# ---- design 1 ----
--- src/rtl/nor_bank_if.sv ---
// nor_bank_if -- bus bundle for the nor_bank NOR gate array.
//   in       : CHANNELS*WIDTH gate inputs; channel c uses in[c*WIDTH +: WIDTH]
//   hold     : freeze all internal state while high
//   cnt_clr  : synchronous clear of the transition counter
//   y        : CHANNELS NOR outputs
//   xcount   : saturating 16-bit count of output bit transitions
//   settled  : high when no output change is pending in the pipeline
// master drives the inputs (testbench / upstream), slave is the gate bank.
interface nor_bank_if #(
  parameter int WIDTH    = 3,
  parameter int CHANNELS = 1
);
  logic [CHANNELS*WIDTH-1:0] in;
  logic                      hold;
  logic                      cnt_clr;
  logic [CHANNELS-1:0]       y;
  logic [15:0]               xcount;
  logic                      settled;

  modport master (
    output in, hold, cnt_clr,
    input  y, xcount, settled
  );

  modport slave (
    input  in, hold, cnt_clr,
    output y, xcount, settled
  );
endinterface

--- src/rtl/nor_bank.sv ---
// nor_bank -- CHANNELS independent WIDTH-input NOR gates, each with a
// DELAY-cycle propagation pipeline, plus a saturating output-transition
// counter and a pipeline-settled flag.
//   clk  : single clock; inputs captured on the falling edge, pipeline and
//          status advance on the rising edge
//   rst  : asynchronous active-low reset; outputs/stages return to IV
//   bus  : nor_bank_if slave modport (in, hold, cnt_clr, y, xcount, settled)
// Parameters: WIDTH 1..8, CHANNELS 1..32, IV per-channel reset value,
// DELAY 1..8 rising edges from capture to y.

// One channel: falling-edge capture register feeding a rising-edge shift
// pipeline. The lane also reports what its rising-edge update is about to
// do (toggle of y, settledness after update) so the bank can register
// aggregate status in the same edge without a second pipeline copy.
module nor_lane #(
  parameter int   WIDTH = 3,
  parameter int   DELAY = 1,
  parameter logic IV    = 1'b0
) (
  input  logic             clk,
  input  logic             rst,
  input  logic             hold,
  input  logic [WIDTH-1:0] in_bits,
  output logic             y,
  output logic             tog,       // y will flip at this rising edge
  output logic             stable_d   // capture and all stages equal y after this edge
);
  logic             nxt;
  logic [DELAY-1:0] stg;
  logic [DELAY-1:0] stg_d;
  logic             y_d;

  // Inputs are looked at only here, so anything that wiggles between
  // falling edges never reaches the pipeline.
  always_ff @(negedge clk or negedge rst) begin
    if (!rst)       nxt <= IV;
    else if (!hold) nxt <= ~|in_bits;
  end

  // stg[0] is stage 1, stg[DELAY-1] is the stage driving y.
  always_comb begin
    stg_d    = stg;
    stg_d[0] = nxt;
    for (int k = 1; k < DELAY; k++) stg_d[k] = stg[k-1];
  end

  always_ff @(posedge clk or negedge rst) begin
    if (!rst)       stg <= {DELAY{IV}};
    else if (!hold) stg <= stg_d;
  end

  assign y        = stg[DELAY-1];
  assign y_d      = stg_d[DELAY-1];
  assign tog      = y_d ^ y;
  assign stable_d = (nxt == y_d) && (stg_d == {DELAY{y_d}});
endmodule

module nor_bank #(
  parameter int                  WIDTH    = 3,
  parameter int                  CHANNELS = 1,
  parameter logic [CHANNELS-1:0] IV       = '0,
  parameter int                  DELAY    = 1
) (
  input  logic       clk,
  input  logic       rst,
  nor_bank_if.slave  bus
);
  logic [CHANNELS-1:0] y_l;
  logic [CHANNELS-1:0] tog_l;
  logic [CHANNELS-1:0] stab_l;
  logic [5:0]          pc;       // up to 32 toggles per edge
  logic [16:0]         sum;
  logic [15:0]         xcount_q;
  logic                settled_q;

  for (genvar c = 0; c < CHANNELS; c++) begin : g_lane
    nor_lane #(
      .WIDTH (WIDTH),
      .DELAY (DELAY),
      .IV    (IV[c])
    ) u_lane (
      .clk      (clk),
      .rst      (rst),
      .hold     (bus.hold),
      .in_bits  (bus.in[c*WIDTH +: WIDTH]),
      .y        (y_l[c]),
      .tog      (tog_l[c]),
      .stable_d (stab_l[c])
    );
  end

  always_comb begin
    pc = '0;
    for (int c = 0; c < CHANNELS; c++) pc = pc + 6'(tog_l[c]);
  end

  // 17-bit sum so the carry out flags saturation directly.
  assign sum = {1'b0, xcount_q} + 17'(pc);

  always_ff @(posedge clk or negedge rst) begin
    if (!rst) begin
      xcount_q  <= '0;
      settled_q <= 1'b0;
    end else if (!bus.hold) begin
      settled_q <= &stab_l;
      // clear wins over any transitions landing in the same cycle
      if (bus.cnt_clr)  xcount_q <= '0;
      else if (sum[16]) xcount_q <= 16'hFFFF;
      else              xcount_q <= sum[15:0];
    end
  end

  assign bus.y       = y_l;
  assign bus.xcount  = xcount_q;
  assign bus.settled = settled_q;
endmodule

--- src/flat_wrapper.sv ---
// flat-port wrapper written by rule: the top's interface ports become plain ports
module nor_bank_flat 
#(
  parameter int                  WIDTH    = 3,
  parameter int                  CHANNELS = 1,
  parameter logic [CHANNELS-1:0] IV       = '0,
  parameter int                  DELAY    = 1
)
  (clk, rst, bus_in, bus_hold, bus_cnt_clr, bus_y, bus_xcount, bus_settled);
  nor_bank_if #(.WIDTH(WIDTH), .CHANNELS(CHANNELS)) bus_i ();
  input  logic clk;
  input  logic rst;
  input wire logic [$bits(bus_i.in)-1:0] bus_in;
  input wire logic [$bits(bus_i.hold)-1:0] bus_hold;
  input wire logic [$bits(bus_i.cnt_clr)-1:0] bus_cnt_clr;
  output wire logic [$bits(bus_i.y)-1:0] bus_y;
  output wire logic [$bits(bus_i.xcount)-1:0] bus_xcount;
  output wire logic [$bits(bus_i.settled)-1:0] bus_settled;
  assign bus_i.in = bus_in;
  assign bus_i.hold = bus_hold;
  assign bus_i.cnt_clr = bus_cnt_clr;
  assign bus_y = bus_i.y;
  assign bus_xcount = bus_i.xcount;
  assign bus_settled = bus_i.settled;
  nor_bank #(.WIDTH(WIDTH), .CHANNELS(CHANNELS), .IV(IV), .DELAY(DELAY)) u_core (.clk(clk), .rst(rst), .bus(bus_i));
endmodule
--- config.mk ---
export PLATFORM = sky130hd
export DESIGN_NAME = nor_bank_flat
export DESIGN_NICKNAME = d
export VERILOG_FILES = /design/src/rtl/nor_bank_if.sv /design/src/rtl/nor_bank.sv /design/src/flat_wrapper.sv
export SDC_FILE = /design/constraint.sdc
export NUM_CORES = 1
export LEC_CHECK = 0
export CORE_MARGIN = 10
export CORE_UTILIZATION = 44
export CTS_CLUSTER_SIZE = 8
export DETAILED_ROUTE_END_ITERATION = 10
export GPL_TIMING_DRIVEN = 0
export PLACE_DENSITY = 0.74
export SKIP_CTS_REPAIR_TIMING = 1
export SYNTH_ARGS = -nofsm -noshare
export SYNTH_HDL_FRONTEND = slang
export SYNTH_SLANG_ARGS = --single-unit
--- constraint.sdc ---
create_clock -name clk -period 2.17 [get_ports clk]
set_input_delay 0.3255 -clock clk [delete_from_list [all_inputs] [get_ports clk]]
set_output_delay 0.3255 -clock clk [all_outputs]
set_load 0.05 [all_outputs]
# ---- design 2 ----
**src/rtl/pwm_peripheral_pkg.sv**
```systemverilog
// pwm_peripheral_pkg: shared constants for the 16-channel PWM peripheral
package pwm_peripheral_pkg;
  localparam int PWM_RES = 8;
  localparam logic [PWM_RES-1:0] DUTY_FULL = 8'hFF;
  localparam int NUM_CH = 16;
endpackage

```
**src/rtl/pwm_timebase.sv**
```systemverilog
// pwm_timebase: prescaler plus 8-bit PWM counter shared by all channels
module pwm_timebase
  import pwm_peripheral_pkg::*;
#(
  parameter int PRESCALE = 13
) (
  input  logic               clk,
  input  logic               rst_n,
  output logic [PWM_RES-1:0] counter,
  output logic               tick,
  output logic               wrap
);
  localparam int PW = PRESCALE > 1 ? $clog2(PRESCALE) : 1;
  logic [PW-1:0] pre;
  assign tick = pre == PW'(PRESCALE - 1);
  // wrap marks the terminal count; the 255 -> 0 step happens on wrap && tick
  assign wrap = counter == {PWM_RES{1'b1}};
  always_ff @(posedge clk or negedge rst_n)
    if (!rst_n) begin
      pre     <= '0;
      counter <= '0;
    end else begin
      pre <= tick ? '0 : pre + 1'b1;
      if (tick) counter <= counter + 1'b1;
    end
endmodule

```
**src/rtl/pwm_peripheral.sv**
```systemverilog
// pwm_peripheral: 16 output pins, each off, static high or PWM from one shared duty
module pwm_peripheral
  import pwm_peripheral_pkg::*;
#(
  parameter int PRESCALE        = 13,
  parameter int RESOLUTION_BITS = 8
) (
  input  logic              clk,
  input  logic              rst_n,
  input  logic [7:0]        en_reg_out_7_0,
  input  logic [7:0]        en_reg_out_15_8,
  input  logic [7:0]        en_reg_pwm_7_0,
  input  logic [7:0]        en_reg_pwm_15_8,
  input  logic [7:0]        pwm_duty_cycle,
  output logic [NUM_CH-1:0] out,
  output logic              period_start
);
  logic [RESOLUTION_BITS-1:0] counter;
  logic [RESOLUTION_BITS-1:0] duty_shadow;
  logic tick, wrap, level;
  logic [NUM_CH-1:0] en_out, en_pwm;
  pwm_timebase #(.PRESCALE(PRESCALE)) u_timebase (
    .clk    (clk),
    .rst_n  (rst_n),
    .counter(counter),
    .tick   (tick),
    .wrap   (wrap)
  );
  assign en_out = {en_reg_out_15_8, en_reg_out_7_0};
  assign en_pwm = {en_reg_pwm_15_8, en_reg_pwm_7_0};
  // duty 0 never satisfies counter < duty, so 0% is glitch-free by construction
  assign level = duty_shadow == DUTY_FULL || counter < duty_shadow;
  always_ff @(posedge clk or negedge rst_n)
    if (!rst_n) begin
      duty_shadow  <= '0;
      out          <= '0;
      period_start <= 1'b0;
    end else begin
      period_start <= tick && wrap;
      if (tick && wrap) duty_shadow <= pwm_duty_cycle;
      out <= en_out & (~en_pwm | {NUM_CH{level}});
    end
endmodule

```
**config.mk**
```make
export PLATFORM = sky130hd
export DESIGN_NAME = pwm_peripheral
export DESIGN_NICKNAME = d
export VERILOG_FILES = /design/src/rtl/pwm_peripheral_pkg.sv /design/src/rtl/pwm_timebase.sv /design/src/rtl/pwm_peripheral.sv
export SDC_FILE = /design/constraint.sdc
export NUM_CORES = 1
export LEC_CHECK = 0
export CORE_MARGIN = 2
export CORE_UTILIZATION = 44
export DETAILED_ROUTE_END_ITERATION = 10
export PLACE_DENSITY = 0.78
export SETUP_SLACK_MARGIN = 0.4
export SLEW_MARGIN = 20
export SYNTH_ARGS = -nofsm -noshare
export SYNTH_HDL_FRONTEND = slang
export SYNTH_SLANG_ARGS = --single-unit
```
**constraint.sdc**
```tcl
create_clock -name clk -period 2.05 [get_ports clk]
set_input_delay 0.3075 -clock clk [delete_from_list [all_inputs] [get_ports clk]]
set_output_delay 0.3075 -clock clk [all_outputs]
set_load 0.05 [all_outputs]
```

==> notes/layouts.md <==
Pictures saved along the way, in no particular order.

M1 wires.
picture 1
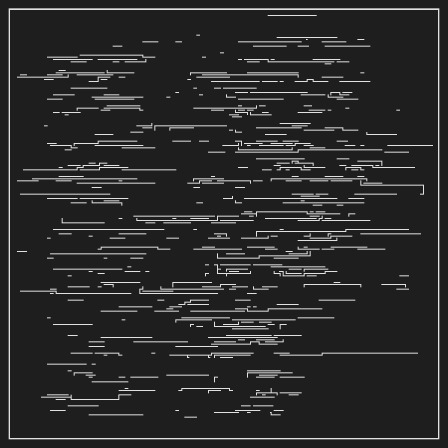
picture 2
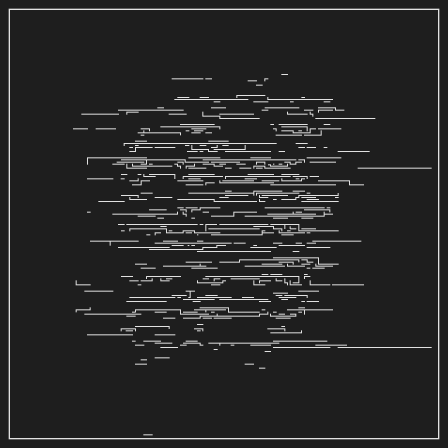
Design 2 is picture 1.
Design 1 is picture 2.

Figure 1. Clock routing (design 1).
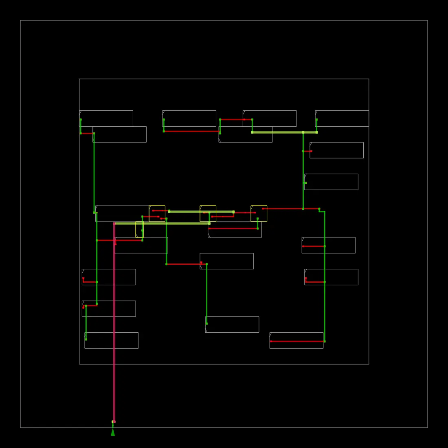
CTS sink cnt: 19
final sequential cell count: 19
number of CTS-inserted buffers: 3

Figure 2. Cell sizes after repair (design 1).
The bar under the picture is 20 um long.
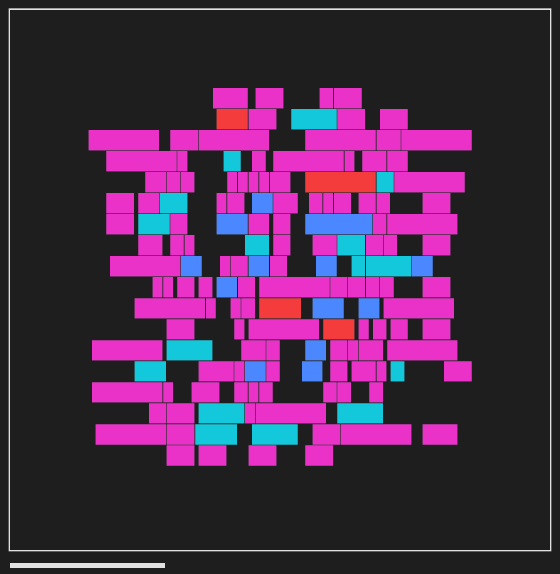
Key: drive 2 = cyan [cells 16, most used o311ai_2]; drive 1 or less = magenta [cells 117, most used clkdlybuf4s50_1]; drive 6 and up = red [cells 4, most used buf_6]; drive 3 to 4 = blue [cells 13, most used buf_4]

==> run summary, design 1 <==
Figures from the implementation reports.

- The flow ran to the end, but the final reports show violations.
- The checks that failed: setup timing.
- The global routing met1 resource utilization reads 13.4%.
- The OpenROAD warning count reads 29.
- The category of the worst setup path capture point reads a register.
- The end-of-flow timing check tallies setup violations at 16.
- The post-route netlist has 22.0% of its cells at a drive strength greater than 1.
- met2 is the most crowded layer.
- The met3 layer usage reported by global route reads 2.82%.
- The most instantiated library cell after synthesis reads dfrtp_1.
- The clock tree root driver cell reads clkbuf_4.
- The placer's final routability congestion estimate reads 0.845.
- The worst path setup slack after routing is -1020 ps.
- The fraction of standard cell area in multi-input logic reads 39.8%.
- Per STA, the startpoint of the critical path is u_core.g_lane[0].u_lane.nxt.
- The switching power as a share of total power reads 32.2%.
- The maximum level of the CTS H-tree reads 1.
- In this run the cell area of the synthesized design comes to 0.00109 mm2.
- The type recorded for the worst min-delay path is in -> async.
- Before placement the cells fill 45.0% of the core.
- The setup slack after placement is -1080 ps.
- During I/O placement, the number of pins put on the boundary was 25.
- In the final layout, flip-flops and latches occupy 475 um2.
## design 1: worst max-delay path, cell delays in order, from the launching register on
cell and delay [ps]:
dfrtn_1 480, xor2_2 170, ha_2 240, and4_4 240, buf_6 120, nand4b_4 100, or3_4 450, buf_8 150
o311ai_1 70
## design 1: kinds of logic after synthesis
| group | count (synthesis) | share of synthesized area (%) |
|---|---|---|
| and+or+nand+nor | 45 | 23.8 |
| DFF | 19 | 43.4 |
| buffers and inverters | 11 | 5.60 |
| muxes | 1 | 1.03 |
| AOI/OAI and AO/OA | 36 | 23.1 |
| adders and majority gates | 2 | 2.29 |
| xor gates and xnor gates | 1 | 0.800 |
Figure 3. Cell sizes after repair (design 2).
The bar under the picture is 20 um long.
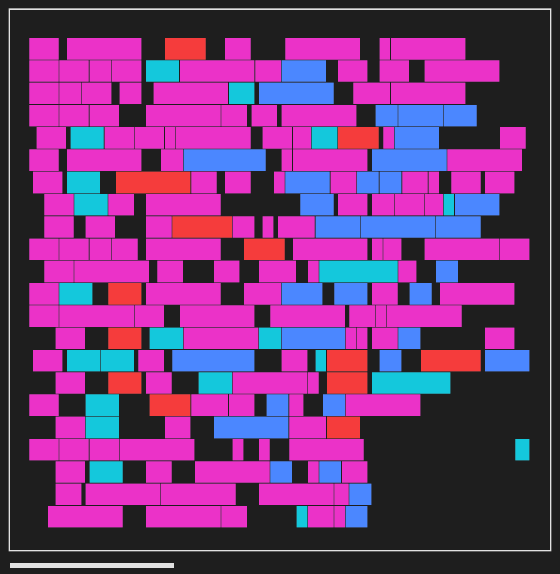
Key: drive 3 to 4 = blue [cells 32, most used buf_4]; drive 6 and up = red [cells 13, most used clkbuf_8]; drive 2 = cyan [cells 21, most used a21boi_2]; drive 1 or less = magenta [cells 139, most used clkdlybuf4s50_1]

==> run summary, design 2 <==
Figures from the implementation reports.

- As logged by OpenROAD, the buffers inserted on ports number 58.
- The most frequent standard cell in the layout excluding fill and tap cells reads clkdlybuf4s50_1.
- After synthesis, flip-flops and latches occupy 54.9% of the total area.
- The aggregate negative setup slack is 0 ps.
- The starting density of the core reads 46.1%.
- The height of the die reads 65.9 um.
- The post-synthesis cell count reads 122.
- The pin count of the biggest net entering global routing reads 38.
- The dominant delay contributor by cell family on the critical path reads AND-OR/OR-AND gates.
- The most instantiated library cell after synthesis reads dfrtp_1.
- The top power group is registers.
- The run finished with clean final reports.
- TritonCTS created 5 clock buffers.
- The synthesized area reads 0.00169 mm2.
- The final core utilization is 73.0%.
- The final timing report derives a shortest allowable period of 1810 ps.
- The maximum ir drop on the vdd rail is 0.339 mV.
- The buffer levels on the longest clock path is 2.
- The width of the chip reads 65.9 um.
- The endpoint arrival time on the critical path reads 1980 ps.
==> design 2: layer usage <==
metal / wire length [um] / up-vias / GRT usage [%]
li1: - / 590 / -
met1: 1590 / 617 / 23.6
met2: 2150 / 69 / 33.2
met3: 389 / 9 / 8.01
met4: 108 / 0 / 9.18
met5: 0 / - / 0
==> design 2: flip-flops by register name, indices dropped and copies added, names as in the netlist <==
register and flops:
duty_shadow 8, out 16, u_timebase.counter 8, period_start 1
u_timebase.pre 4

# ---- design 3 ----
Figure 4. Clock routing (design 3).
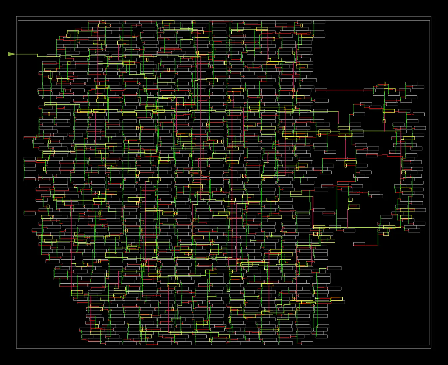

$ cat config.mk
export PLATFORM = sky130hd
export DESIGN_NAME = ddram_burst_packer
export DESIGN_NICKNAME = d
export VERILOG_FILES = /design/src/rtl/cubed_pkg.sv /design/src/rtl/burst_buf.sv /design/src/rtl/ddram_burst_packer.sv
export SDC_FILE = /design/constraint.sdc
export NUM_CORES = 2
export LEC_CHECK = 0
export ABC_AREA = 0
export CAP_MARGIN = 20
export CORE_ASPECT_RATIO = 0.8
export CORE_UTILIZATION = 60
export CTS_BUF_LIST = sky130_fd_sc_hd__clkbuf_16
export DETAILED_ROUTE_END_ITERATION = 10
export PLACE_DENSITY = 0.9
export RECOVER_POWER = 100
export SYNTH_ARGS = -nofsm -noshare
export SYNTH_HDL_FRONTEND = slang
export SYNTH_SLANG_ARGS = --single-unit
export TNS_END_PERCENT = 50
$ cat constraint.sdc
create_clock -name clk -period 12.6 [get_ports clk]
set_clock_uncertainty 0.15 [all_clocks]
set_input_delay 1.26 -clock clk [delete_from_list [all_inputs] [get_ports clk]]
set_output_delay 1.26 -clock clk [all_outputs]
set_load 0.005 [all_outputs]
$ cat src/rtl/cubed_pkg.sv
// Shared definitions for the framebuffer / DDRAM write path.
// Contents: DDRAM word-address width, framebuffer geometry, the buffered
// beat payload (data + byte enables) and the burst packer state encoding.
package cubed_pkg;

    localparam int unsigned DDR_AW          = 29;
    localparam logic [DDR_AW-1:0] FB_BASE   = 29'h0600_0000;
    localparam int unsigned FB_STRIDE_WORDS = 320;

    // One buffered beat: 64 data bits plus 8 byte enables.
    typedef struct packed {
        logic [63:0] data;
        logic [7:0]  be;
    } ddr_word_t;

    typedef enum logic [1:0] {
        S_EMPTY = 2'd0,
        S_FILL  = 2'd1,
        S_BURST = 2'd2
    } packer_state_t;

endpackage

$ cat src/rtl/burst_buf.sv
// Burst staging register file: DEPTH entries of ddr_word_t.
// Ports: clk; wr_en/wr_idx/wr_data synchronous write; rd_idx/rd_data
// asynchronous read so each beat is available without read latency.
module burst_buf
    import cubed_pkg::*;
#(
    parameter int unsigned DEPTH = 16
) (
    input  logic                     clk,
    input  logic                     wr_en,
    input  logic [$clog2(DEPTH)-1:0] wr_idx,
    input  ddr_word_t                wr_data,
    input  logic [$clog2(DEPTH)-1:0] rd_idx,
    output ddr_word_t                rd_data
);

    ddr_word_t mem [DEPTH];

    // Contents need no reset: entries are only read after being written.
    always_ff @(posedge clk) begin
        if (wr_en) begin
            mem[wr_idx] <= wr_data;
        end
    end

    assign rd_data = mem[rd_idx];

endmodule

$ cat src/rtl/ddram_burst_packer.sv
// Write-combining stage between the tile writer and the DDRAM controller.
// Gathers address-contiguous single-word writes and issues them as one burst.
// Ports: clk, reset_n (async active-low); in_* tile-writer req/ack side;
// flush drain request; ddr_* burst master side; idle status.
// Option: DDRAM_BURST_PACKER_TIMEOUT_EN drains a partial buffer after
// TIMEOUT cycles without an accepted word.
module ddram_burst_packer
    import cubed_pkg::*;
#(
    parameter int unsigned MAX_BURST = 16,
    parameter int unsigned TIMEOUT   = 64
) (
    input  logic              clk,
    input  logic              reset_n,
    input  logic [DDR_AW-1:0] in_addr,
    input  logic [7:0]        in_burstcnt,
    input  logic [63:0]       in_data,
    input  logic [7:0]        in_be,
    input  logic              in_req,
    output logic              in_ack,
    output logic              in_busy,
    input  logic              flush,
    output logic [DDR_AW-1:0] ddr_addr,
    output logic [7:0]        ddr_burstcnt,
    output logic [63:0]       ddr_din,
    output logic [7:0]        ddr_be,
    output logic              ddr_we,
    input  logic              ddr_busy,
    output logic              idle
);

    localparam int unsigned IW = $clog2(MAX_BURST);
    localparam int unsigned CW = IW + 1;

    packer_state_t     state, state_nxt;
    logic [DDR_AW-1:0] base, base_nxt;
    logic [CW-1:0]     count, count_nxt;
    logic [IW-1:0]     beat, beat_nxt;
    logic              hold, hold_nxt;
    logic              in_ack_nxt;
    logic [DDR_AW-1:0] ddr_addr_nxt;
    logic [7:0]        ddr_burstcnt_nxt;
    logic [63:0]       ddr_din_nxt;
    logic [7:0]        ddr_be_nxt;
    logic              ddr_we_nxt;
    logic              accept;
    logic              go_burst;
    logic              wr_en;
    logic [IW-1:0]     wr_idx;
    logic [IW-1:0]     rd_idx;
    ddr_word_t         wr_data;
    ddr_word_t         rd_data;

`ifdef DDRAM_BURST_PACKER_TIMEOUT_EN
    localparam int unsigned TW = $clog2(TIMEOUT + 1);
    logic [TW-1:0] idle_cnt, idle_cnt_nxt;
    logic          unused_cfg;
    assign unused_cfg = ^in_burstcnt;
`else
    logic          unused_cfg;
    assign unused_cfg = ^{in_burstcnt, 32'(TIMEOUT)};
`endif

    assign wr_data = '{data: in_data, be: in_be};
    // Outside a burst the read port points at entry 0 for the first beat;
    // during a burst it looks one entry ahead so the next beat loads on the
    // same edge that completes the current one.
    assign rd_idx  = (state == S_BURST) ? beat + IW'(1) : '0;

    burst_buf #(.DEPTH(MAX_BURST)) u_buf (
        .clk     (clk),
        .wr_en   (wr_en),
        .wr_idx  (wr_idx),
        .wr_data (wr_data),
        .rd_idx  (rd_idx),
        .rd_data (rd_data)
    );

    // Next-state and registered-output logic.
    always_comb begin
        state_nxt        = state;
        base_nxt         = base;
        count_nxt        = count;
        beat_nxt         = beat;
        hold_nxt         = 1'b0;
        in_ack_nxt       = 1'b0;
        ddr_addr_nxt     = ddr_addr;
        ddr_burstcnt_nxt = ddr_burstcnt;
        ddr_din_nxt      = ddr_din;
        ddr_be_nxt       = ddr_be;
        ddr_we_nxt       = ddr_we;
        accept           = 1'b0;
        go_burst         = 1'b0;
        wr_en            = 1'b0;
        wr_idx           = '0;
`ifdef DDRAM_BURST_PACKER_TIMEOUT_EN
        idle_cnt_nxt     = '0;
`endif
        case (state)
            S_EMPTY: begin
                if (in_req && !hold) begin
                    accept    = 1'b1;
                    wr_en     = 1'b1;
                    base_nxt  = in_addr;
                    count_nxt = CW'(1);
                    state_nxt = S_FILL;
                end
            end
            S_FILL: begin
                if (in_req && !hold) begin
                    if (in_addr == base + DDR_AW'(count)) begin
                        accept    = 1'b1;
                        wr_en     = 1'b1;
                        wr_idx    = IW'(count);
                        count_nxt = count + CW'(1);
                        if (count_nxt == CW'(MAX_BURST)) begin
                            go_burst = 1'b1;
                        end
                    end else begin
                        // Run broken: drain first, the word is taken afterwards.
                        go_burst = 1'b1;
                    end
                end
                if (flush) begin
                    go_burst = 1'b1;
                end
`ifdef DDRAM_BURST_PACKER_TIMEOUT_EN
                if (!accept) begin
                    if (idle_cnt == TW'(TIMEOUT - 1)) begin
                        go_burst = 1'b1;
                    end else begin
                        idle_cnt_nxt = idle_cnt + TW'(1);
                    end
                end
`endif
                if (go_burst) begin
                    state_nxt        = S_BURST;
                    beat_nxt         = '0;
                    ddr_we_nxt       = 1'b1;
                    ddr_addr_nxt     = base;
                    ddr_burstcnt_nxt = 8'(count_nxt);
                    ddr_din_nxt      = rd_data.data;
                    ddr_be_nxt       = rd_data.be;
                end
            end
            S_BURST: begin
                if (ddr_we && !ddr_busy) begin
                    if (CW'(beat) == count - CW'(1)) begin
                        state_nxt  = S_EMPTY;
                        count_nxt  = '0;
                        beat_nxt   = '0;
                        ddr_we_nxt = 1'b0;
                    end else begin
                        beat_nxt    = beat + IW'(1);
                        ddr_din_nxt = rd_data.data;
                        ddr_be_nxt  = rd_data.be;
                    end
                end
            end
            default: begin
                state_nxt = S_EMPTY;
            end
        endcase
        if (accept) begin
            in_ack_nxt = 1'b1;
            hold_nxt   = 1'b1;
        end
    end

    // State and output registers.
    always_ff @(posedge clk or negedge reset_n) begin
        if (!reset_n) begin
            state        <= S_EMPTY;
            base         <= '0;
            count        <= '0;
            beat         <= '0;
            hold         <= 1'b0;
            in_ack       <= 1'b0;
            in_busy      <= 1'b0;
            idle         <= 1'b1;
            ddr_addr     <= '0;
            ddr_burstcnt <= '0;
            ddr_din      <= '0;
            ddr_be       <= '0;
            ddr_we       <= 1'b0;
`ifdef DDRAM_BURST_PACKER_TIMEOUT_EN
            idle_cnt     <= '0;
`endif
        end else begin
            state        <= state_nxt;
            base         <= base_nxt;
            count        <= count_nxt;
            beat         <= beat_nxt;
            hold         <= hold_nxt;
            in_ack       <= in_ack_nxt;
            in_busy      <= (state_nxt == S_BURST);
            idle         <= (state_nxt == S_EMPTY);
            ddr_addr     <= ddr_addr_nxt;
            ddr_burstcnt <= ddr_burstcnt_nxt;
            ddr_din      <= ddr_din_nxt;
            ddr_be       <= ddr_be_nxt;
            ddr_we       <= ddr_we_nxt;
`ifdef DDRAM_BURST_PACKER_TIMEOUT_EN
            idle_cnt     <= idle_cnt_nxt;
`endif
        end
    end

endmodule

# ---- design 4 ----
[config.mk]
export PLATFORM = sky130hd
export DESIGN_NAME = ov_capture
export DESIGN_NICKNAME = d
export VERILOG_FILES = /design/src/rtl/ov_pkg.sv /design/src/rtl/ov_byte_pack.sv /design/src/rtl/ov_capture.sv
export SDC_FILE = /design/constraint.sdc
export NUM_CORES = 1
export LEC_CHECK = 0
export CORE_MARGIN = 3
export CORE_UTILIZATION = 40
export CTS_CLUSTER_DIAMETER = 120
export DETAILED_ROUTE_END_ITERATION = 7
export PLACE_DENSITY = 0.58
export REMOVE_ABC_BUFFERS = 1
export SETUP_SLACK_MARGIN = 0.3
export SLEW_MARGIN = 20
export SYNTH_ARGS = -nofsm -noshare
export SYNTH_HDL_FRONTEND = slang
export SYNTH_SLANG_ARGS = --single-unit
[constraint.sdc]
create_clock -name PCLK_OV -period 6.79 [get_ports PCLK_OV]
set_input_delay 0.679 -clock PCLK_OV [delete_from_list [all_inputs] [get_ports PCLK_OV]]
set_output_delay 0.679 -clock PCLK_OV [all_outputs]
set_load 0.02 [all_outputs]
[src/rtl/ov_pkg.sv]
// Shared constants for the OV2640 capture path and the VGA reader:
// frame geometry, pixel width, capture states and RGB565 field positions.
package ov_pkg;

   localparam int H_ACTIVE_DEF = 640;
   localparam int V_ACTIVE_DEF = 480;
   localparam int RGB444_W     = 12;

   typedef enum logic [1:0] {
      ST_SKIP    = 2'd0,
      ST_ARMED   = 2'd1,
      ST_CAPTURE = 2'd2
   } cap_state_t;

   // High byte carries R[4:0],G[5:3]; low byte carries G[2:0],B[4:0].
   localparam int HI_R_MSB = 7;   // R[4]
   localparam int HI_R_LSB = 4;   // R[1]
   localparam int HI_G_MSB = 2;   // G[5]
   localparam int HI_G_LSB = 0;   // G[3]
   localparam int LO_G_BIT = 7;   // G[2]
   localparam int LO_B_MSB = 4;   // B[4]
   localparam int LO_B_LSB = 1;   // B[1]

   // Keep the top four bits of each RGB565 channel: {R[4:1], G[5:2], B[4:1]}.
   function automatic logic [RGB444_W-1:0] pack_565_to_444(input logic [7:0] hi,
                                                           input logic [7:0] lo);
      return {hi[HI_R_MSB:HI_R_LSB], hi[HI_G_MSB:HI_G_LSB], lo[LO_G_BIT],
              lo[LO_B_MSB:LO_B_LSB]};
   endfunction

endpackage

[src/rtl/ov_byte_pack.sv]
// Pairs camera bytes into RGB444 pixels. Inputs are the already-registered
// bus copies. pixel_valid is a one-cycle pulse; pixels that complete while
// VSYNC is high are discarded.
module ov_byte_pack
   import ov_pkg::*;
(
   input  logic                clk,
   input  logic                rst_n,
   input  logic                href,
   input  logic                vsync,
   input  logic [7:0]          data,
   output logic                pixel_valid,
   output logic [RGB444_W-1:0] pixel
);

   logic       phase;
   logic [7:0] hi_byte;

   // Toggle the byte phase while HREF is high; phase 0 latches the high byte,
   // phase 1 emits the packed pixel. HREF low restarts at phase 0, so an odd
   // trailing byte is simply forgotten.
   always_ff @(posedge clk or negedge rst_n) begin
      if (!rst_n) begin
         phase       <= 1'b0;
         hi_byte     <= 8'h00;
         pixel_valid <= 1'b0;
         pixel       <= '0;
      end else begin
         pixel_valid <= 1'b0;
         if (!href) begin
            phase <= 1'b0;
         end else begin
            phase <= ~phase;
            if (!phase) begin
               hi_byte <= data;
            end else begin
               pixel       <= pack_565_to_444(hi_byte, data);
               pixel_valid <= ~vsync;
            end
         end
      end
   end

endmodule

[src/rtl/ov_capture.sv]
// OV2640 capture stage: registers the camera bus, skips the first frames
// after reset, then writes RGB444 pixels to linear frame-buffer addresses,
// clamped to H_ACTIVE x V_ACTIVE.
module ov_capture
   import ov_pkg::*;
#(
   parameter int H_ACTIVE    = H_ACTIVE_DEF,
   parameter int V_ACTIVE    = V_ACTIVE_DEF,
   parameter int SKIP_FRAMES = 2,
   parameter int ADDR_W      = 19
)(
   input  logic                PCLK_OV,
   input  logic                rst,
   input  logic                VSYNC_OV,
   input  logic                HREF_OV,
   input  logic [7:0]          OV_Data_in,
   output logic                wr_en,
   output logic [ADDR_W-1:0]   w_addr,
   output logic [RGB444_W-1:0] w_data,
   output logic                frame_done,
   output logic                short_frame,
   output cap_state_t          state_dbg
);

   localparam int COL_W  = $clog2(H_ACTIVE + 1);
   localparam int LINE_W = $clog2(V_ACTIVE + 1);
   localparam logic [COL_W-1:0]  COL_MAX   = COL_W'(H_ACTIVE);
   localparam logic [LINE_W-1:0] LINE_MAX  = LINE_W'(V_ACTIVE);
   localparam logic [LINE_W-1:0] LINE_LAST = LINE_W'(V_ACTIVE - 1);
   localparam logic [ADDR_W-1:0] LINE_STEP = ADDR_W'(H_ACTIVE);
   localparam logic [3:0]        SKIP_N    = 4'(SKIP_FRAMES);

   logic                vsync_r, vsync_d, href_r, href_d;
   logic [7:0]          data_r;
   logic                vsync_rise, href_fall;
   logic                pixel_valid;
   logic [RGB444_W-1:0] pixel;

   cap_state_t          state;
   logic [3:0]          skip_cnt;
   logic [COL_W-1:0]    column, col_after;
   logic [LINE_W-1:0]   line_cnt;
   logic [ADDR_W-1:0]   line_base;
   logic                store_pix;

   // Register the camera bus once, plus a second delay for edge detection.
   always_ff @(posedge PCLK_OV or negedge rst) begin
      if (!rst) begin
         vsync_r <= 1'b0;
         vsync_d <= 1'b0;
         href_r  <= 1'b0;
         href_d  <= 1'b0;
         data_r  <= 8'h00;
      end else begin
         vsync_r <= VSYNC_OV;
         vsync_d <= vsync_r;
         href_r  <= HREF_OV;
         href_d  <= href_r;
         data_r  <= OV_Data_in;
      end
   end

   assign vsync_rise = vsync_r & ~vsync_d;
   assign href_fall  = ~href_r & href_d;

   ov_byte_pack u_pack (
      .clk        (PCLK_OV),
      .rst_n      (rst),
      .href       (href_r),
      .vsync      (vsync_r),
      .data       (data_r),
      .pixel_valid(pixel_valid),
      .pixel      (pixel)
   );

   // A pixel is stored only while capturing and inside the frame bounds.
   assign store_pix = (state == ST_CAPTURE) && pixel_valid &&
                      (column < COL_MAX) && (line_cnt < LINE_MAX);
   assign col_after = column + COL_W'(store_pix);
   assign state_dbg = state;

   // Frame FSM, address counters and the registered write port.
   always_ff @(posedge PCLK_OV or negedge rst) begin
      if (!rst) begin
         state       <= ST_SKIP;
         skip_cnt    <= 4'd0;
         column      <= '0;
         line_cnt    <= '0;
         line_base   <= '0;
         wr_en       <= 1'b0;
         w_addr      <= '0;
         w_data      <= '0;
         frame_done  <= 1'b0;
         short_frame <= 1'b0;
      end else begin
         wr_en      <= 1'b0;
         frame_done <= 1'b0;
         if (store_pix) begin
            wr_en  <= 1'b1;
            w_addr <= line_base + ADDR_W'(column);
            w_data <= pixel;
         end
         case (state)
            ST_SKIP: begin
               if (SKIP_N == 4'd0) begin
                  state <= ST_ARMED;
               end else if (vsync_rise) begin
                  skip_cnt <= skip_cnt + 4'd1;
                  if (skip_cnt + 4'd1 == SKIP_N) state <= ST_ARMED;
               end
            end
            ST_ARMED: begin
               if (vsync_rise) begin
                  state     <= ST_CAPTURE;
                  column    <= '0;
                  line_cnt  <= '0;
                  line_base <= '0;
               end
            end
            ST_CAPTURE: begin
               if (vsync_rise) begin
                  frame_done <= 1'b1;
                  if (line_cnt < LINE_MAX) short_frame <= 1'b1;
                  column    <= '0;
                  line_cnt  <= '0;
                  line_base <= '0;
               end else if (href_fall) begin
                  // The last pixel of a line can land on the same edge as
                  // the HREF fall, so judge the line on col_after.
                  column <= '0;
                  if (col_after != '0) begin
                     line_cnt <= line_cnt + 1'b1;
                     if (line_cnt < LINE_LAST) line_base <= line_base + LINE_STEP;
                  end
               end else begin
                  column <= col_after;
               end
            end
            default: state <= ST_SKIP;
         endcase
      end
   end

endmodule

# ---- design 5 ----
### config.mk
export PLATFORM = sky130hd
export DESIGN_NAME = packet_generator_scheduler
export DESIGN_NICKNAME = d
export VERILOG_FILES = /design/src/rtl/packet_generator_scheduler.sv
export SDC_FILE = /design/constraint.sdc
export NUM_CORES = 1
export LEC_CHECK = 0
export CAP_MARGIN = 40
export CORE_ASPECT_RATIO = 1.2
export CORE_MARGIN = 3
export CORE_UTILIZATION = 50
export CTS_CLUSTER_DIAMETER = 50
export DETAILED_ROUTE_END_ITERATION = 10
export PLACE_DENSITY = 0.85
export SETUP_SLACK_MARGIN = 0.15
export SLEW_MARGIN = 40
export SYNTH_ARGS = -nofsm -noshare
export SYNTH_HDL_FRONTEND = slang
export SYNTH_SLANG_ARGS = --single-unit
### constraint.sdc
create_clock -name i_clk -period 2.34 [get_ports i_clk]
set_input_delay 0.234 -clock i_clk [delete_from_list [all_inputs] [get_ports i_clk]]
set_output_delay 0.234 -clock i_clk [all_outputs]
set_load 0.02 [all_outputs]
### src/rtl/packet_generator_scheduler.sv
// Frame sequencer for the byte shift-out stage: arbitrates between the DLLP and
// TLP sources, drives the shifter load/select controls, and produces qualifiers
// (valid/sof/eof/type) that line up with the shifter's output byte.
module packet_generator_scheduler #(
    parameter int unsigned DLLP_FRAME_WIDTH = 16,
    parameter int unsigned TLP_FRAME_WIDTH  = 64,
    parameter int unsigned DLLP_BURST_MAX   = 4
) (
    input  logic i_clk,
    input  logic i_rst_n,
    input  logic i_tx_en,
    input  logic i_dllp_valid,
    output logic o_dllp_ready,
    input  logic i_tlp_valid,
    output logic o_tlp_ready,
    output logic o_load_frame,
    output logic o_sel_dllp,
    output logic o_byte_valid,
    output logic o_sof,
    output logic o_eof,
    output logic o_is_dllp,
    output logic o_busy
);

    localparam int unsigned DLLP_BYTES_RAW = (DLLP_FRAME_WIDTH + 7) / 8;
    localparam int unsigned TLP_BYTES_RAW  = (TLP_FRAME_WIDTH + 7) / 8;
    localparam int unsigned DLLP_BYTES     = (DLLP_BYTES_RAW < 1) ? 1 : DLLP_BYTES_RAW;
    localparam int unsigned TLP_BYTES      = (TLP_BYTES_RAW < 1) ? 1 : TLP_BYTES_RAW;
    localparam int unsigned MAX_BYTES      = (DLLP_BYTES > TLP_BYTES) ? DLLP_BYTES : TLP_BYTES;
    localparam int unsigned CNT_W          = (MAX_BYTES > 1) ? $clog2(MAX_BYTES) : 1;
    localparam int unsigned BURST_W        = 8;

    localparam logic [CNT_W-1:0]   DLLP_LAST   = CNT_W'(DLLP_BYTES - 1);
    localparam logic [CNT_W-1:0]   TLP_LAST    = CNT_W'(TLP_BYTES - 1);
    localparam logic [BURST_W-1:0] BURST_LIMIT = BURST_W'(DLLP_BURST_MAX);

    typedef enum logic {
        IDLE  = 1'b0,
        SHIFT = 1'b1
    } state_t;

    state_t             state;
    state_t             state_nxt;
    logic [CNT_W-1:0]   cnt;
    logic [CNT_W-1:0]   cnt_nxt;
    logic               is_dllp_r;
    logic               is_dllp_nxt;
    logic               sof_r;
    logic               sof_nxt;
    logic [BURST_W-1:0] burst;
    logic [BURST_W-1:0] burst_nxt;
    logic               elig;
    logic               gnt_dllp;
    logic               gnt_tlp;

    // Arbitration, shifter controls and next-state computation
    always_comb begin
        state_nxt    = state;
        cnt_nxt      = cnt;
        is_dllp_nxt  = is_dllp_r;
        sof_nxt      = 1'b0;
        burst_nxt    = burst;
        elig         = 1'b0;
        gnt_dllp     = 1'b0;
        gnt_tlp      = 1'b0;
        o_load_frame = 1'b0;
        o_sel_dllp   = 1'b0;
        o_dllp_ready = 1'b0;
        o_tlp_ready  = 1'b0;

        // A new frame may start when idle or on the last byte of the current one
        elig = i_rst_n & i_tx_en & ((state == IDLE) | ((state == SHIFT) & (cnt == '0)));

        if (elig) begin
            if (i_dllp_valid && (!i_tlp_valid || (burst != BURST_LIMIT))) begin
                gnt_dllp = 1'b1;
            end else if (i_tlp_valid) begin
                gnt_tlp = 1'b1;
            end
        end

        o_load_frame = gnt_dllp | gnt_tlp;
        o_sel_dllp   = gnt_dllp;
        o_dllp_ready = gnt_dllp;
        o_tlp_ready  = gnt_tlp;

        if (gnt_dllp) begin
            state_nxt   = SHIFT;
            cnt_nxt     = DLLP_LAST;
            is_dllp_nxt = 1'b1;
            sof_nxt     = 1'b1;
            // Only consecutive DLLP wins against a waiting TLP count toward the burst
            if (i_tlp_valid && (burst < BURST_LIMIT)) begin
                burst_nxt = burst + BURST_W'(1);
            end
        end else if (gnt_tlp) begin
            state_nxt   = SHIFT;
            cnt_nxt     = TLP_LAST;
            is_dllp_nxt = 1'b0;
            sof_nxt     = 1'b1;
            burst_nxt   = '0;
        end else if (state == SHIFT) begin
            if (cnt != '0) begin
                cnt_nxt = cnt - CNT_W'(1);
            end else begin
                state_nxt = IDLE;
            end
        end
    end

    // State, byte counter, frame type, start marker and burst counter registers
    always_ff @(posedge i_clk) begin
        if (!i_rst_n) begin
            state     <= IDLE;
            cnt       <= '0;
            is_dllp_r <= 1'b0;
            sof_r     <= 1'b0;
            burst     <= '0;
        end else begin
            state     <= state_nxt;
            cnt       <= cnt_nxt;
            is_dllp_r <= is_dllp_nxt;
            sof_r     <= sof_nxt;
            burst     <= burst_nxt;
        end
    end

    // Byte qualifiers decoded straight from the registered state
    assign o_byte_valid = (state == SHIFT);
    assign o_busy       = (state == SHIFT);
    assign o_sof        = sof_r;
    assign o_eof        = (state == SHIFT) && (cnt == '0);
    assign o_is_dllp    = is_dllp_r;

endmodule

# ---- design 6 ----
[src/rtl/sector_streamer_pkg.sv]
// sector_streamer_pkg: shared FSM state encoding and default parameters for sector_streamer
package sector_streamer_pkg;
  localparam int SECTOR_BYTES_DEF = 512;
  localparam int TIMEOUT_CYC_DEF  = 1_000_000;
  typedef enum logic [2:0] {FILL, WAIT_RDY, PULSE, WAIT_LO, ERR} state_e;
endpackage

[src/rtl/sector_buf.sv]
// sector_buf: simple dual-port DEPTH x 8 RAM with one-cycle registered read (block-RAM inferable)
// Ports: clk; we_i/waddr_i/wdata_i write port; raddr_i read address, rdata_o registered read data.
module sector_buf #(
  parameter int DEPTH = 512,
  parameter int AW    = $clog2(DEPTH)
) (
  input  logic          clk,
  input  logic          we_i,
  input  logic [AW-1:0] waddr_i,
  input  logic [7:0]    wdata_i,
  input  logic [AW-1:0] raddr_i,
  output logic [7:0]    rdata_o
);
  logic [7:0] mem [DEPTH];
  always_ff @(posedge clk) begin
    if (we_i) mem[waddr_i] <= wdata_i;
    rdata_o <= mem[raddr_i];
  end
endmodule

[src/rtl/sector_streamer.sv]
// sector_streamer: buffers a byte stream into sectors and drains each sector to an SD block-write handshake
// Ports: clk, rstn (async active-low); in_valid/in_byte byte input; flush pads a partial sector;
//   base_sector first block address; waddr/wdata/wrena/wready write handshake;
//   busy, sector_done, overflow (sticky), timeout (sticky) status. All outputs registered.
// Build option: define SECTOR_STREAMER_PAD_EN to enable zero padding on flush.
module sector_streamer
  import sector_streamer_pkg::*;
#(
  parameter int SECTOR_BYTES = SECTOR_BYTES_DEF,
  parameter int TIMEOUT_CYC  = TIMEOUT_CYC_DEF
) (
  input  logic        clk,
  input  logic        rstn,
  input  logic        in_valid,
  input  logic [7:0]  in_byte,
  input  logic        flush,
  input  logic [31:0] base_sector,
  output logic [31:0] waddr,
  output logic [7:0]  wdata,
  output logic        wrena,
  input  logic        wready,
  output logic        busy,
  output logic        sector_done,
  output logic        overflow,
  output logic        timeout
);
  localparam int AW = $clog2(SECTOR_BYTES);
  localparam int TW = $clog2(TIMEOUT_CYC + 1);
  localparam logic [AW-1:0] LAST = AW'(SECTOR_BYTES - 1);
  localparam logic [TW-1:0] TMAX = TW'(TIMEOUT_CYC);
  state_e        state_q;
  logic [AW-1:0] wr_ptr_q, rd_ptr_q, raddr;
  logic [31:0]   idx_q, base_q;
  logic [TW-1:0] cnt_q;
  logic          pad_q, fill_we;
  logic [7:0]    fill_byte, rd_data;
  assign fill_we   = state_q == FILL && (in_valid || pad_q);
  assign fill_byte = pad_q ? 8'h00 : in_byte;
  // Read address follows the next rd_ptr so the RAM output is valid during the first WAIT_RDY cycle
  assign raddr = state_q == FILL ? '0 : (state_q == WAIT_LO && !wready) ? rd_ptr_q + 1'b1 : rd_ptr_q;
  sector_buf #(.DEPTH(SECTOR_BYTES), .AW(AW)) u_buf (
    .clk    (clk),
    .we_i   (fill_we),
    .waddr_i(wr_ptr_q),
    .wdata_i(fill_byte),
    .raddr_i(raddr),
    .rdata_o(rd_data)
  );
`ifdef SECTOR_STREAMER_PAD_EN
  always_ff @(posedge clk or negedge rstn)
    if (!rstn) pad_q <= 1'b0;
    else if (state_q != FILL || (fill_we && wr_ptr_q == LAST)) pad_q <= 1'b0;
    else if (flush && wr_ptr_q != '0) pad_q <= 1'b1;
`else
  logic unused_flush;
  assign unused_flush = flush;
  assign pad_q = 1'b0;
`endif
  always_ff @(posedge clk or negedge rstn) begin
    if (!rstn) begin
      state_q     <= FILL;
      wr_ptr_q    <= '0;
      rd_ptr_q    <= '0;
      idx_q       <= '0;
      base_q      <= '0;
      cnt_q       <= '0;
      waddr       <= '0;
      wdata       <= '0;
      wrena       <= 1'b0;
      busy        <= 1'b0;
      sector_done <= 1'b0;
      overflow    <= 1'b0;
      timeout     <= 1'b0;
    end else begin
      wrena       <= 1'b0;
      sector_done <= 1'b0;
      if (in_valid && (state_q != FILL || pad_q)) overflow <= 1'b1;
      case (state_q)
        FILL: if (fill_we) begin
          if (wr_ptr_q == '0) base_q <= base_sector;
          wr_ptr_q <= wr_ptr_q + 1'b1;
          if (wr_ptr_q == LAST) begin
            state_q  <= WAIT_RDY;
            busy     <= 1'b1;
            rd_ptr_q <= '0;
            cnt_q    <= '0;
            waddr    <= base_q + idx_q;
          end
        end
        WAIT_RDY: if (wready) begin
          state_q <= PULSE;
          wrena   <= 1'b1;
          wdata   <= rd_data;
        end else if (cnt_q == TMAX) begin
          state_q <= ERR;
          timeout <= 1'b1;
        end else cnt_q <= cnt_q + 1'b1;
        PULSE: begin
          state_q <= WAIT_LO;
          cnt_q   <= '0;
        end
        WAIT_LO: if (!wready) begin
          cnt_q <= '0;
          if (rd_ptr_q == LAST) begin
            state_q     <= FILL;
            sector_done <= 1'b1;
            wr_ptr_q    <= '0;
            idx_q       <= idx_q + 32'd1;
            busy        <= 1'b0;
          end else begin
            state_q  <= WAIT_RDY;
            rd_ptr_q <= rd_ptr_q + 1'b1;
          end
        end else if (cnt_q == TMAX) begin
          state_q <= ERR;
          timeout <= 1'b1;
        end else cnt_q <= cnt_q + 1'b1;
        default: ;
      endcase
    end
  end
endmodule
[config.mk]
export PLATFORM = sky130hd
export DESIGN_NAME = sector_streamer
export DESIGN_NICKNAME = d
export VERILOG_FILES = /design/src/rtl/sector_streamer_pkg.sv /design/src/rtl/sector_buf.sv /design/src/rtl/sector_streamer.sv
export SDC_FILE = /design/constraint.sdc
export NUM_CORES = 2
export LEC_CHECK = 0
export CAP_MARGIN = 20
export CORE_UTILIZATION = 30
export CTS_CLUSTER_DIAMETER = 200
export CTS_CLUSTER_SIZE = 10
export DETAILED_ROUTE_END_ITERATION = 7
export MAX_ROUTING_LAYER = met4
export SYNTH_ARGS = -nofsm -noshare
export SYNTH_HDL_FRONTEND = slang
export SYNTH_SLANG_ARGS = --single-unit
[constraint.sdc]
create_clock -name clk -period 4.45 [get_ports clk]
set_input_delay 1.335 -clock clk [delete_from_list [all_inputs] [get_ports clk]]
set_output_delay 1.335 -clock clk [all_outputs]
set_load 0.005 [all_outputs]
Figure 5. M1 wires (design 5).
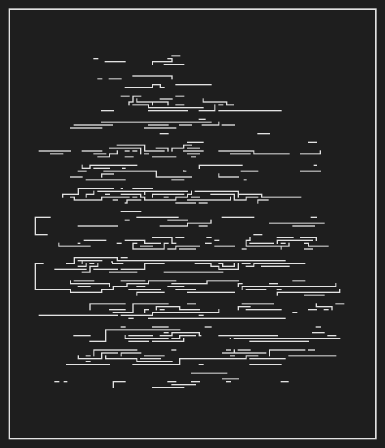
The layer holds 42% of the routed length. The layer carries 781 um of wire. The longest straight run is 19.8 um.
post-detailed-routing wire length: 1860 um
via count: 749
GRT met1 Usage: 21.1%

==> run summary, design 5 <==
Figures from the implementation reports.

- The flow ran to the end, and the final reports show no timing, DRC or antenna violations.
- The smallest clock period supported by the final layout is computed as 2210 ps.
- The wire length of the first global-routing pass reads 2930 um.
- The number of enable flip-flop cells is 0.
- The maximum ir drop on the vdd rail is 0.511 mV.
- The estimated wirelength of the detail-placed design reads 1280 um.
- The first-pass detailed-route iteration total reads 4.
- Per the final report, max-transition violations number 0.
- Dividing total power by cell area gives a power density of 558 mW/mm2.
- The fraction of final cell area spent on clock buffers and inverters in this run is 3.49%.
- The sequential cell area fraction in the yosys report is 34.0%.
- The floorplan report gives the top-level pin count as 14.
- Counting the warning lines in the Yosys log gives 0.
- The finished design was reported to have a net count of 121.
- The clock tree skew after final layout is 7.53 ps.
- The actual transition at the worst max-transition pin reads 551 ps.
- The highest net fanout along the worst path reads 3.
- Registers take 283 um2.
- The headroom to the max-slew limit reads 62.3%.
- The non-clock inverter instance count of the final layout is 10.
- The launch point of the worst path is burst[3].
- Looking at the clock tree report, the H-tree level count equals 1.
- The total number of tap cells is 17.
- The initial antenna violation count is 0.
- The multiplexer fraction of the synthesized cell area is 0%.
- The met2 layer usage reported by global route is 31.5%.
- The area of the synthesized netlist per yosys stat is 823 um2.
- The final hold slack reads 470 ps.
- The relative contribution of sequential cells to total power is 45.0%.
- Ranked by power, first place goes to registers.
- Across the whole layout, multi-input logic makes up 44.5% of the cell area.
- The final report lists a non-filler cell total of 128.
- Counting distinct cell types in the post-synthesis netlist gives 37.
- Recorded from the global router log, the overflow total was 0.
- The number of antenna-violating nets in the routed design reads 0.
- The initial detailed-routing violation count is 22.
- The main area contributors are dfxtp_1, ha_1, a21oi_1.
- The power in combinational cells is 138 uW.
- The registers of the reported paths see a clock transition of 80 ps.
- The number of warnings reported in the stage logs is 29.
- STA puts the critical path data required time at 2110 ps.
- The multi-input combinational cell count is 61.
- The most frequent standard cell in the layout excluding fill and tap cells is dfxtp_1.
- The final-report hold violation count reads 0.
- The CTS buffer count reads 3.
- On met3, the global router reports a usage of 3.23%.
design 5: per-layer routing:
metal / routed length [um] / part of all wire (%)
met1: 780 / 42
met2: 930 / 50
met3: 98 / 5.3
met4: 55 / 3.0
met5: 0 / 0
design 5: worst max-delay path, stage by stage (launching register included):
cell and delay [ps]:
dfxtp_2 330, or4_4 540, or4_4 540, nand3b_4 110
inv_4 50, buf_6 120
design 5: repair_timing:
action,in CTS,in global routing
buffers inserted,2,2
setup endpoints to repair,4,3
gates resized,14,8
pin swaps,1,2
hold endpoints to repair,0,0
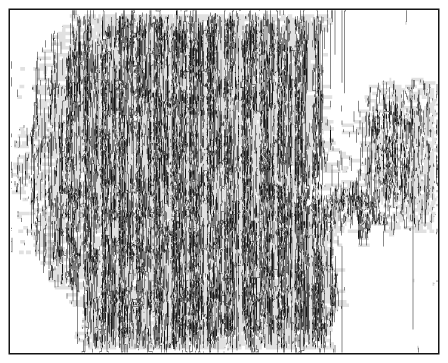
Figure 6: design 3, met2 routing.
Cells faint in the background.
The layer holds 47% of the routed length. The layer carries 64.1 mm of wire. 3227 nets have wire on it. The longest straight run is 124 um.

About Figure 4:
final sequential cell count: 1302
final-layout clock buffer total: 114
Clock net power: 3.43 mW

==> run summary, design 3 <==
Figures from the implementation reports.

- The chip occupies 0.0872 mm2.
- The flow ran to the end, but the final reports show violations.
- Of the total power, registers draw 46.7%.
- The number of max-slew violations in the final report is 760.
- The number of nets at the end of the flow reads 3585.
- The share of total power dissipated in combinational logic is 22.7%.
- Looking at the hold checks, the worst path lands on ddr_addr[25].
- The report counts max-capacitance violations totalling 24.
- Before any placement, the netlist area is recorded as 0.0516 mm2.
- Per the synthesis report, the single largest cell type by area occupies 67.0% of cell area.
- The area fraction in xor and xnor cells reads 0.848%.
- The final hold slack reads 331 ps.
- The internal power consumption is 7.88 mW.
- The first-pass detailed-route iteration total reads 6.
- Ranking logic cells in the layout by count gives the top entries edfxtp_1, nand2_1, dlygate4sd3_1, mux2i_1, dfrtp_1.
- The number of cells on the worst reg-to-reg path is 12.
- The category of the critical setup timing path reads reg -> reg.
- The CTS buffer count is 113.
- The global route stage reports its total congestion overflow as 0.
- Combinational cells consume a total of 2.54 mW.
- The synthesized netlist devotes 8.27% of its cell area to compound gates.
- The width of the chip is 330 um.
- By count the netlist is led by edfxtp_1, nand2_1, clkbuf_1, mux2i_1, dfrtp_1.
- The checks that failed: capacitance limit, slew limit.
- The met3 layer usage reported by global route reads 8.26%.
## design 3: worst max-delay path, stage by stage (launching register included)
cell      delay (ps)
dfrtp_1          600
ha_1             480
a21oi_1          120
o22a_1           300
nor4_1           480
mux2i_1          290
o21ai_0          130
nor4_1          1020
and3_1           490
nand3_1          350
nor2_1          1980
clkbuf_1        1530
buf_4            800
## design 3: final cells by class
cell class	instances	area share [%]
Antenna cell	18	0.0775
Multi-Input combinational cell	1751	20.8
Clock inverter	99	1.38
Tap cell	1115	2.40
Timing Repair Buffer	268	4.34
Sequential cell	1302	65.9
Inverter	21	0.136
Clock buffer	114	4.91
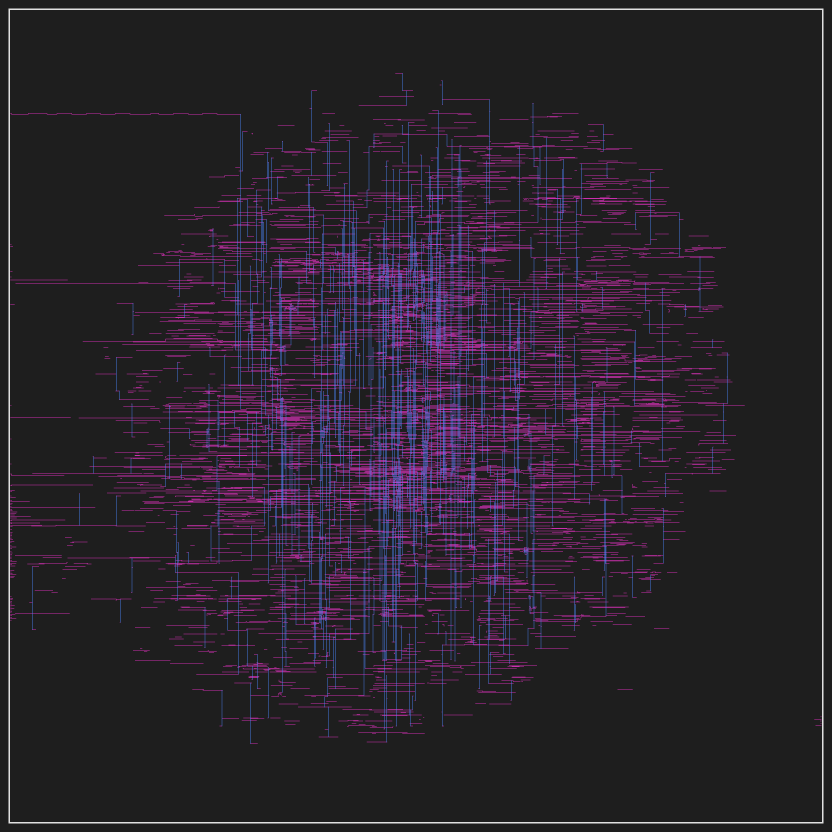
Figure 7: design 6, metal layers overlaid.
Two of the layers only.
Key: met3 = magenta [wire length 69.9 mm]; met4 = blue [wire length 30.8 mm]
Global Route Usage Sum: 21.0%
post-detailed-routing wire length: 606000 um
via count: 118038
detail-routed net length per standard cell: 27.7 um

==> run summary, design 6 <==
Figures from the implementation reports.

- The flow ran to the end, but the final reports show violations.
- The final reports fail on setup timing.
- The die is 756 um wide.
- The detailed-routing wirelength on met1 is 239000 um.
- The max capacitance violation total is 0.
- The clock tree root driver cell is clkbuf_16.
- The number of antenna-violating nets in the routed design reads 0.
- The routed via count divided by cell count is 5.40.
- The final hold violation count recorded for this run is 0.
- The register area is 0.127 mm2.
- In the layout the commonest cells are edfxtp_1, nand2_1, buf_4, nand3_1, nor2_1.
- For the final routed database, the setup TNS stands at -122 ps.
- In this run the biggest area consumer among cell types represents 72.1% of the synthesized area.
- The share of flip-flops with an asynchronous set or reset after synthesis reads 3.53%.
- The critical path startpoint category is a primary input.
- The total power divided by cell area is 616 mW/mm2.
- The data required time of the worst path is 5380 ps.
- The period utilization reads 103%.
- The main area contributors are edfxtp_1, nand2_1, nand3_1.
- The layout buffer count excluding clock buffers reads 2193.
- The worst path in the final design needs a cycle of 4570 ps, including I/O delays and setup.
- The timing report attributes the biggest portion of critical-path delay to simple AND/OR/NAND/NOR gates.
- The setup-violating endpoint count in the final report reads 1.
- The buffer levels on the longest clock path is 4.
- For reference, the mux area share after synthesis is 3.96%.
- The setup path with the least slack is of type in -> reg.
- Measured on the finished design, the core utilization comes to 37.2%.
- The post-synthesis register bit count is 4254.
- Overall power consumption after layout is estimated at 130 mW.
- The clock sink total is 4254.
- The worst register-to-register path begins at state_q[2].
- The cell-mix breakdown from Yosys lists the adder-cell area share as 0.312%.
- The most frequent standard cell in the layout excluding fill and tap cells reads edfxtp_1.
- The share of total power dissipated in sequential elements is 34.4%.
- The worst path setup slack after routing reads -122 ps.
- The relative area of non-clock buffer cells in the final design is 9.77%.
- The met2 layer usage reported by global route reads 30.7%.
- The sequential cell area fraction in the yosys report is 74.4%.
- Looking at the worst setup and hold paths, the clock pins of their registers show a slew of 60 ps.
- The non-clock inverter instance count of the final layout is 31.
-- design 6: worst paths after layout --
check	cells after the start	to	slack, ps
max	17	u_buf.rdata_o[2]	-120
min	1	idx_q[31]	360
max reg2reg	16	u_buf.rdata_o[2]	-70
min reg2reg	1	timeout	470
max in group asynchronous	2	waddr[12]	3250
min in group clk	1	timeout	470
-- design 6: registers in the layout, summed over array words and instances, names as in the netlist --
name,count
u_buf.mem,4096
base_q,32
idx_q,32
waddr,32
cnt_q,20
rd_ptr_q,9
wr_ptr_q,9
u_buf.rdata_o,8
wdata,8
state_q,3
busy,1
overflow,1
sector_done,1
timeout,1
wrena,1
Figure 8. Metal layers overlaid (design 4).
Two of the layers only.
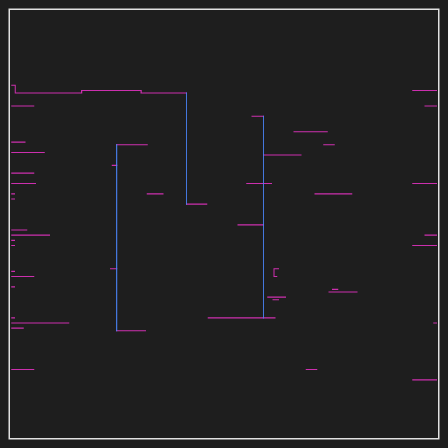
Key: met3 = magenta [wire length 272 um]; met4 = blue [wire length 131 um]

==> run summary, design 4 <==
Figures from the implementation reports.

- The reported sequential group power is 807 uW.
- The die area reads 0.0127 mm2.
- The combinational share of power is 24.7%.
- The sequential cell area fraction in the yosys report is 57.2%.
- The net switching power figure reads 573 uW.
- The height of the die reads 113 um.
- The capturing instance or port of the critical path is line_base[15].
- The number of placed cells counting well taps reads 607.
- The number of max-slew violations in the final report reads 0.
- The headroom to the max-slew limit is 46.3%.
- Per STA, the worst path is made up of and3_1, nand2_1, nand4_1, buf_4, clkinv_1, ha_1, ha_1, xor2_1, or3_1, o41a_1, o31ai_4, o21ai_0, o31ai_1.
- The source-to-sink clock delay at the later pin of the worst-skew pair reads 350 ps.
- For this block, the initial DRC count from the detailed router was 174.
- The first-pass detailed-route iteration total reads 4.
- The flow ran to the end, and the final reports show no timing, DRC or antenna violations.
- The largest register by flop count reads w_addr.
- The relative contribution of sequential cells to total power reads 46.1%.
- Summed over all failing endpoints, the final setup total negative slack is 0 ps.
- The internal power consumption is 1.18 mW.
- The final design area excluding fillers is 0.00541 mm2.
- The wire length of the first global-routing pass reads 14900 um.
- The area inside the core boundary reads 0.0110 mm2.
- After synthesis, the largest family of logic cells by area is simple AND/OR/NAND/NOR gates.
- The final hold slack reads 338 ps.
- The top power group reads registers.
- The clock network fraction of total power reads 29.2%.
-- design 4: cell type report --
type	instances	area (um2)	share of cell area (%)
flip-flops and latches	104	2600	48.1
multi-input cells	308	1820	33.7
repair buffers	49	483	8.94
clock buffers	9	225	4.17
well taps	140	175	3.24
clock inverters	7	75.1	1.39
inverters	6	22.5	0.417
-- design 4: critical path: cells and delay by family, from the launching register on --
family	cells	cell delay, ps
buf+inv	2	980
compound gates	4	1470
flops	1	450
fa+ha+maj	2	700
simple gates	4	870
xor+xnor	1	150


==> layout pictures side by side <==
Met2 routing.
Cells faint in the background.
image #1
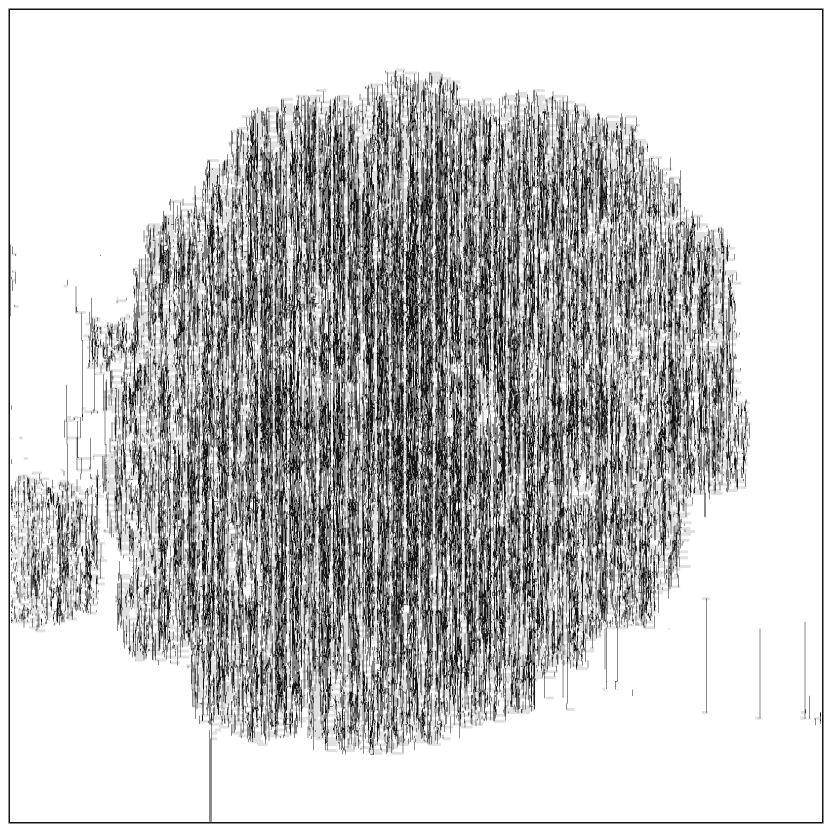
image #2
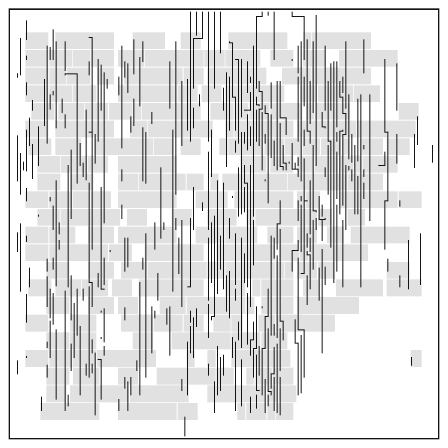
image #3
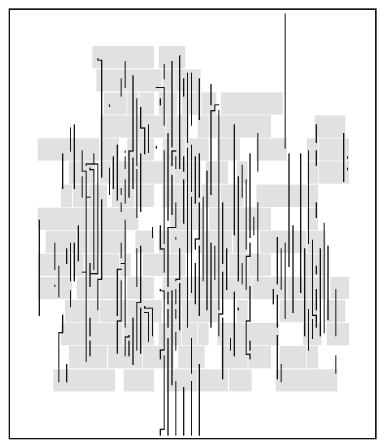
image #4
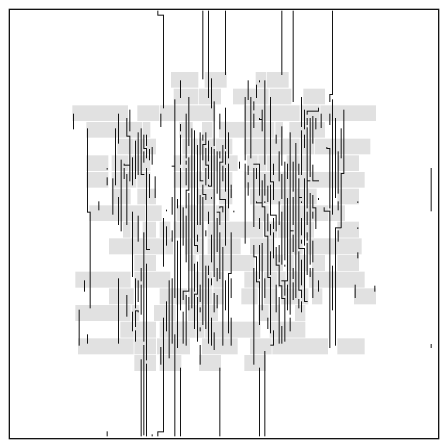
image #5
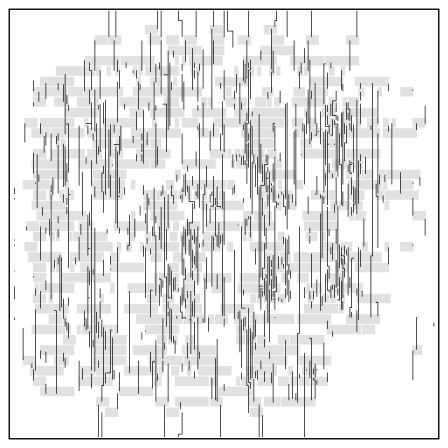
| from | picture |
|---|---|
| design 4 | image #5 |
| design 5 | image #3 |
| design 2 | image #2 |
| design 1 | image #4 |
| design 6 | image #1 |

Key to image #3:
101 nets have wire on it. The longest straight run is 23.5 um.


==> layout pictures side by side <==
Cell sizes after repair.
panel A
The bar under the picture is 20 um long.
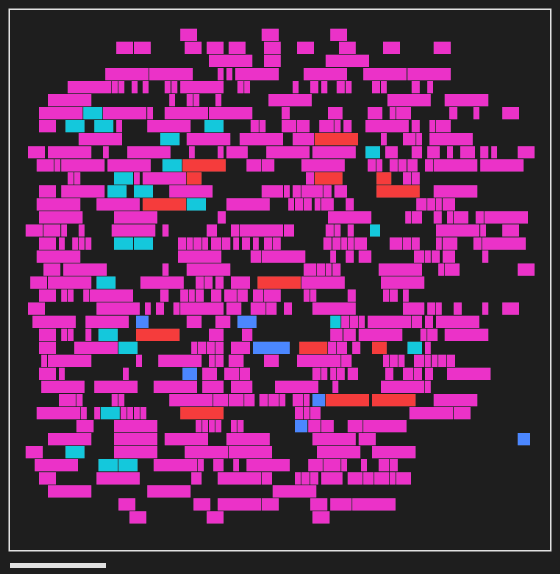
panel B
The bar under the picture is 100 um long.
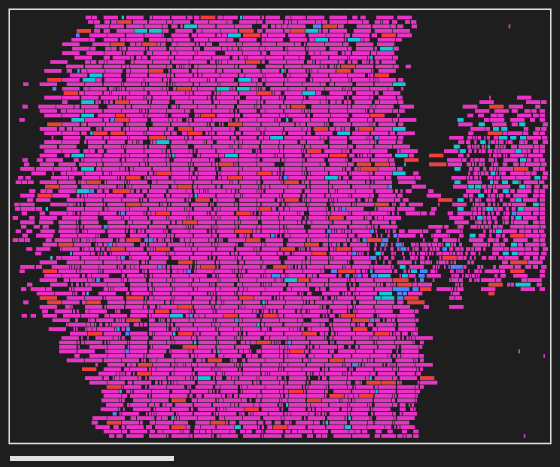
panel C
The bar under the picture is 10 um long.
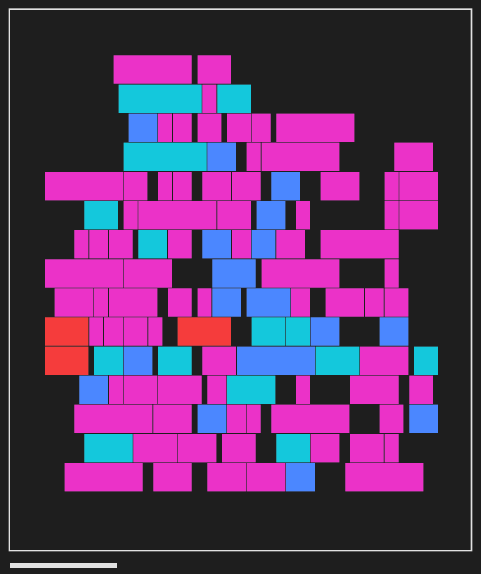
panel B: design 3
panel A: design 4
panel C: design 5

Power figures rest on the tool's default switching activity, not on a simulated workload.
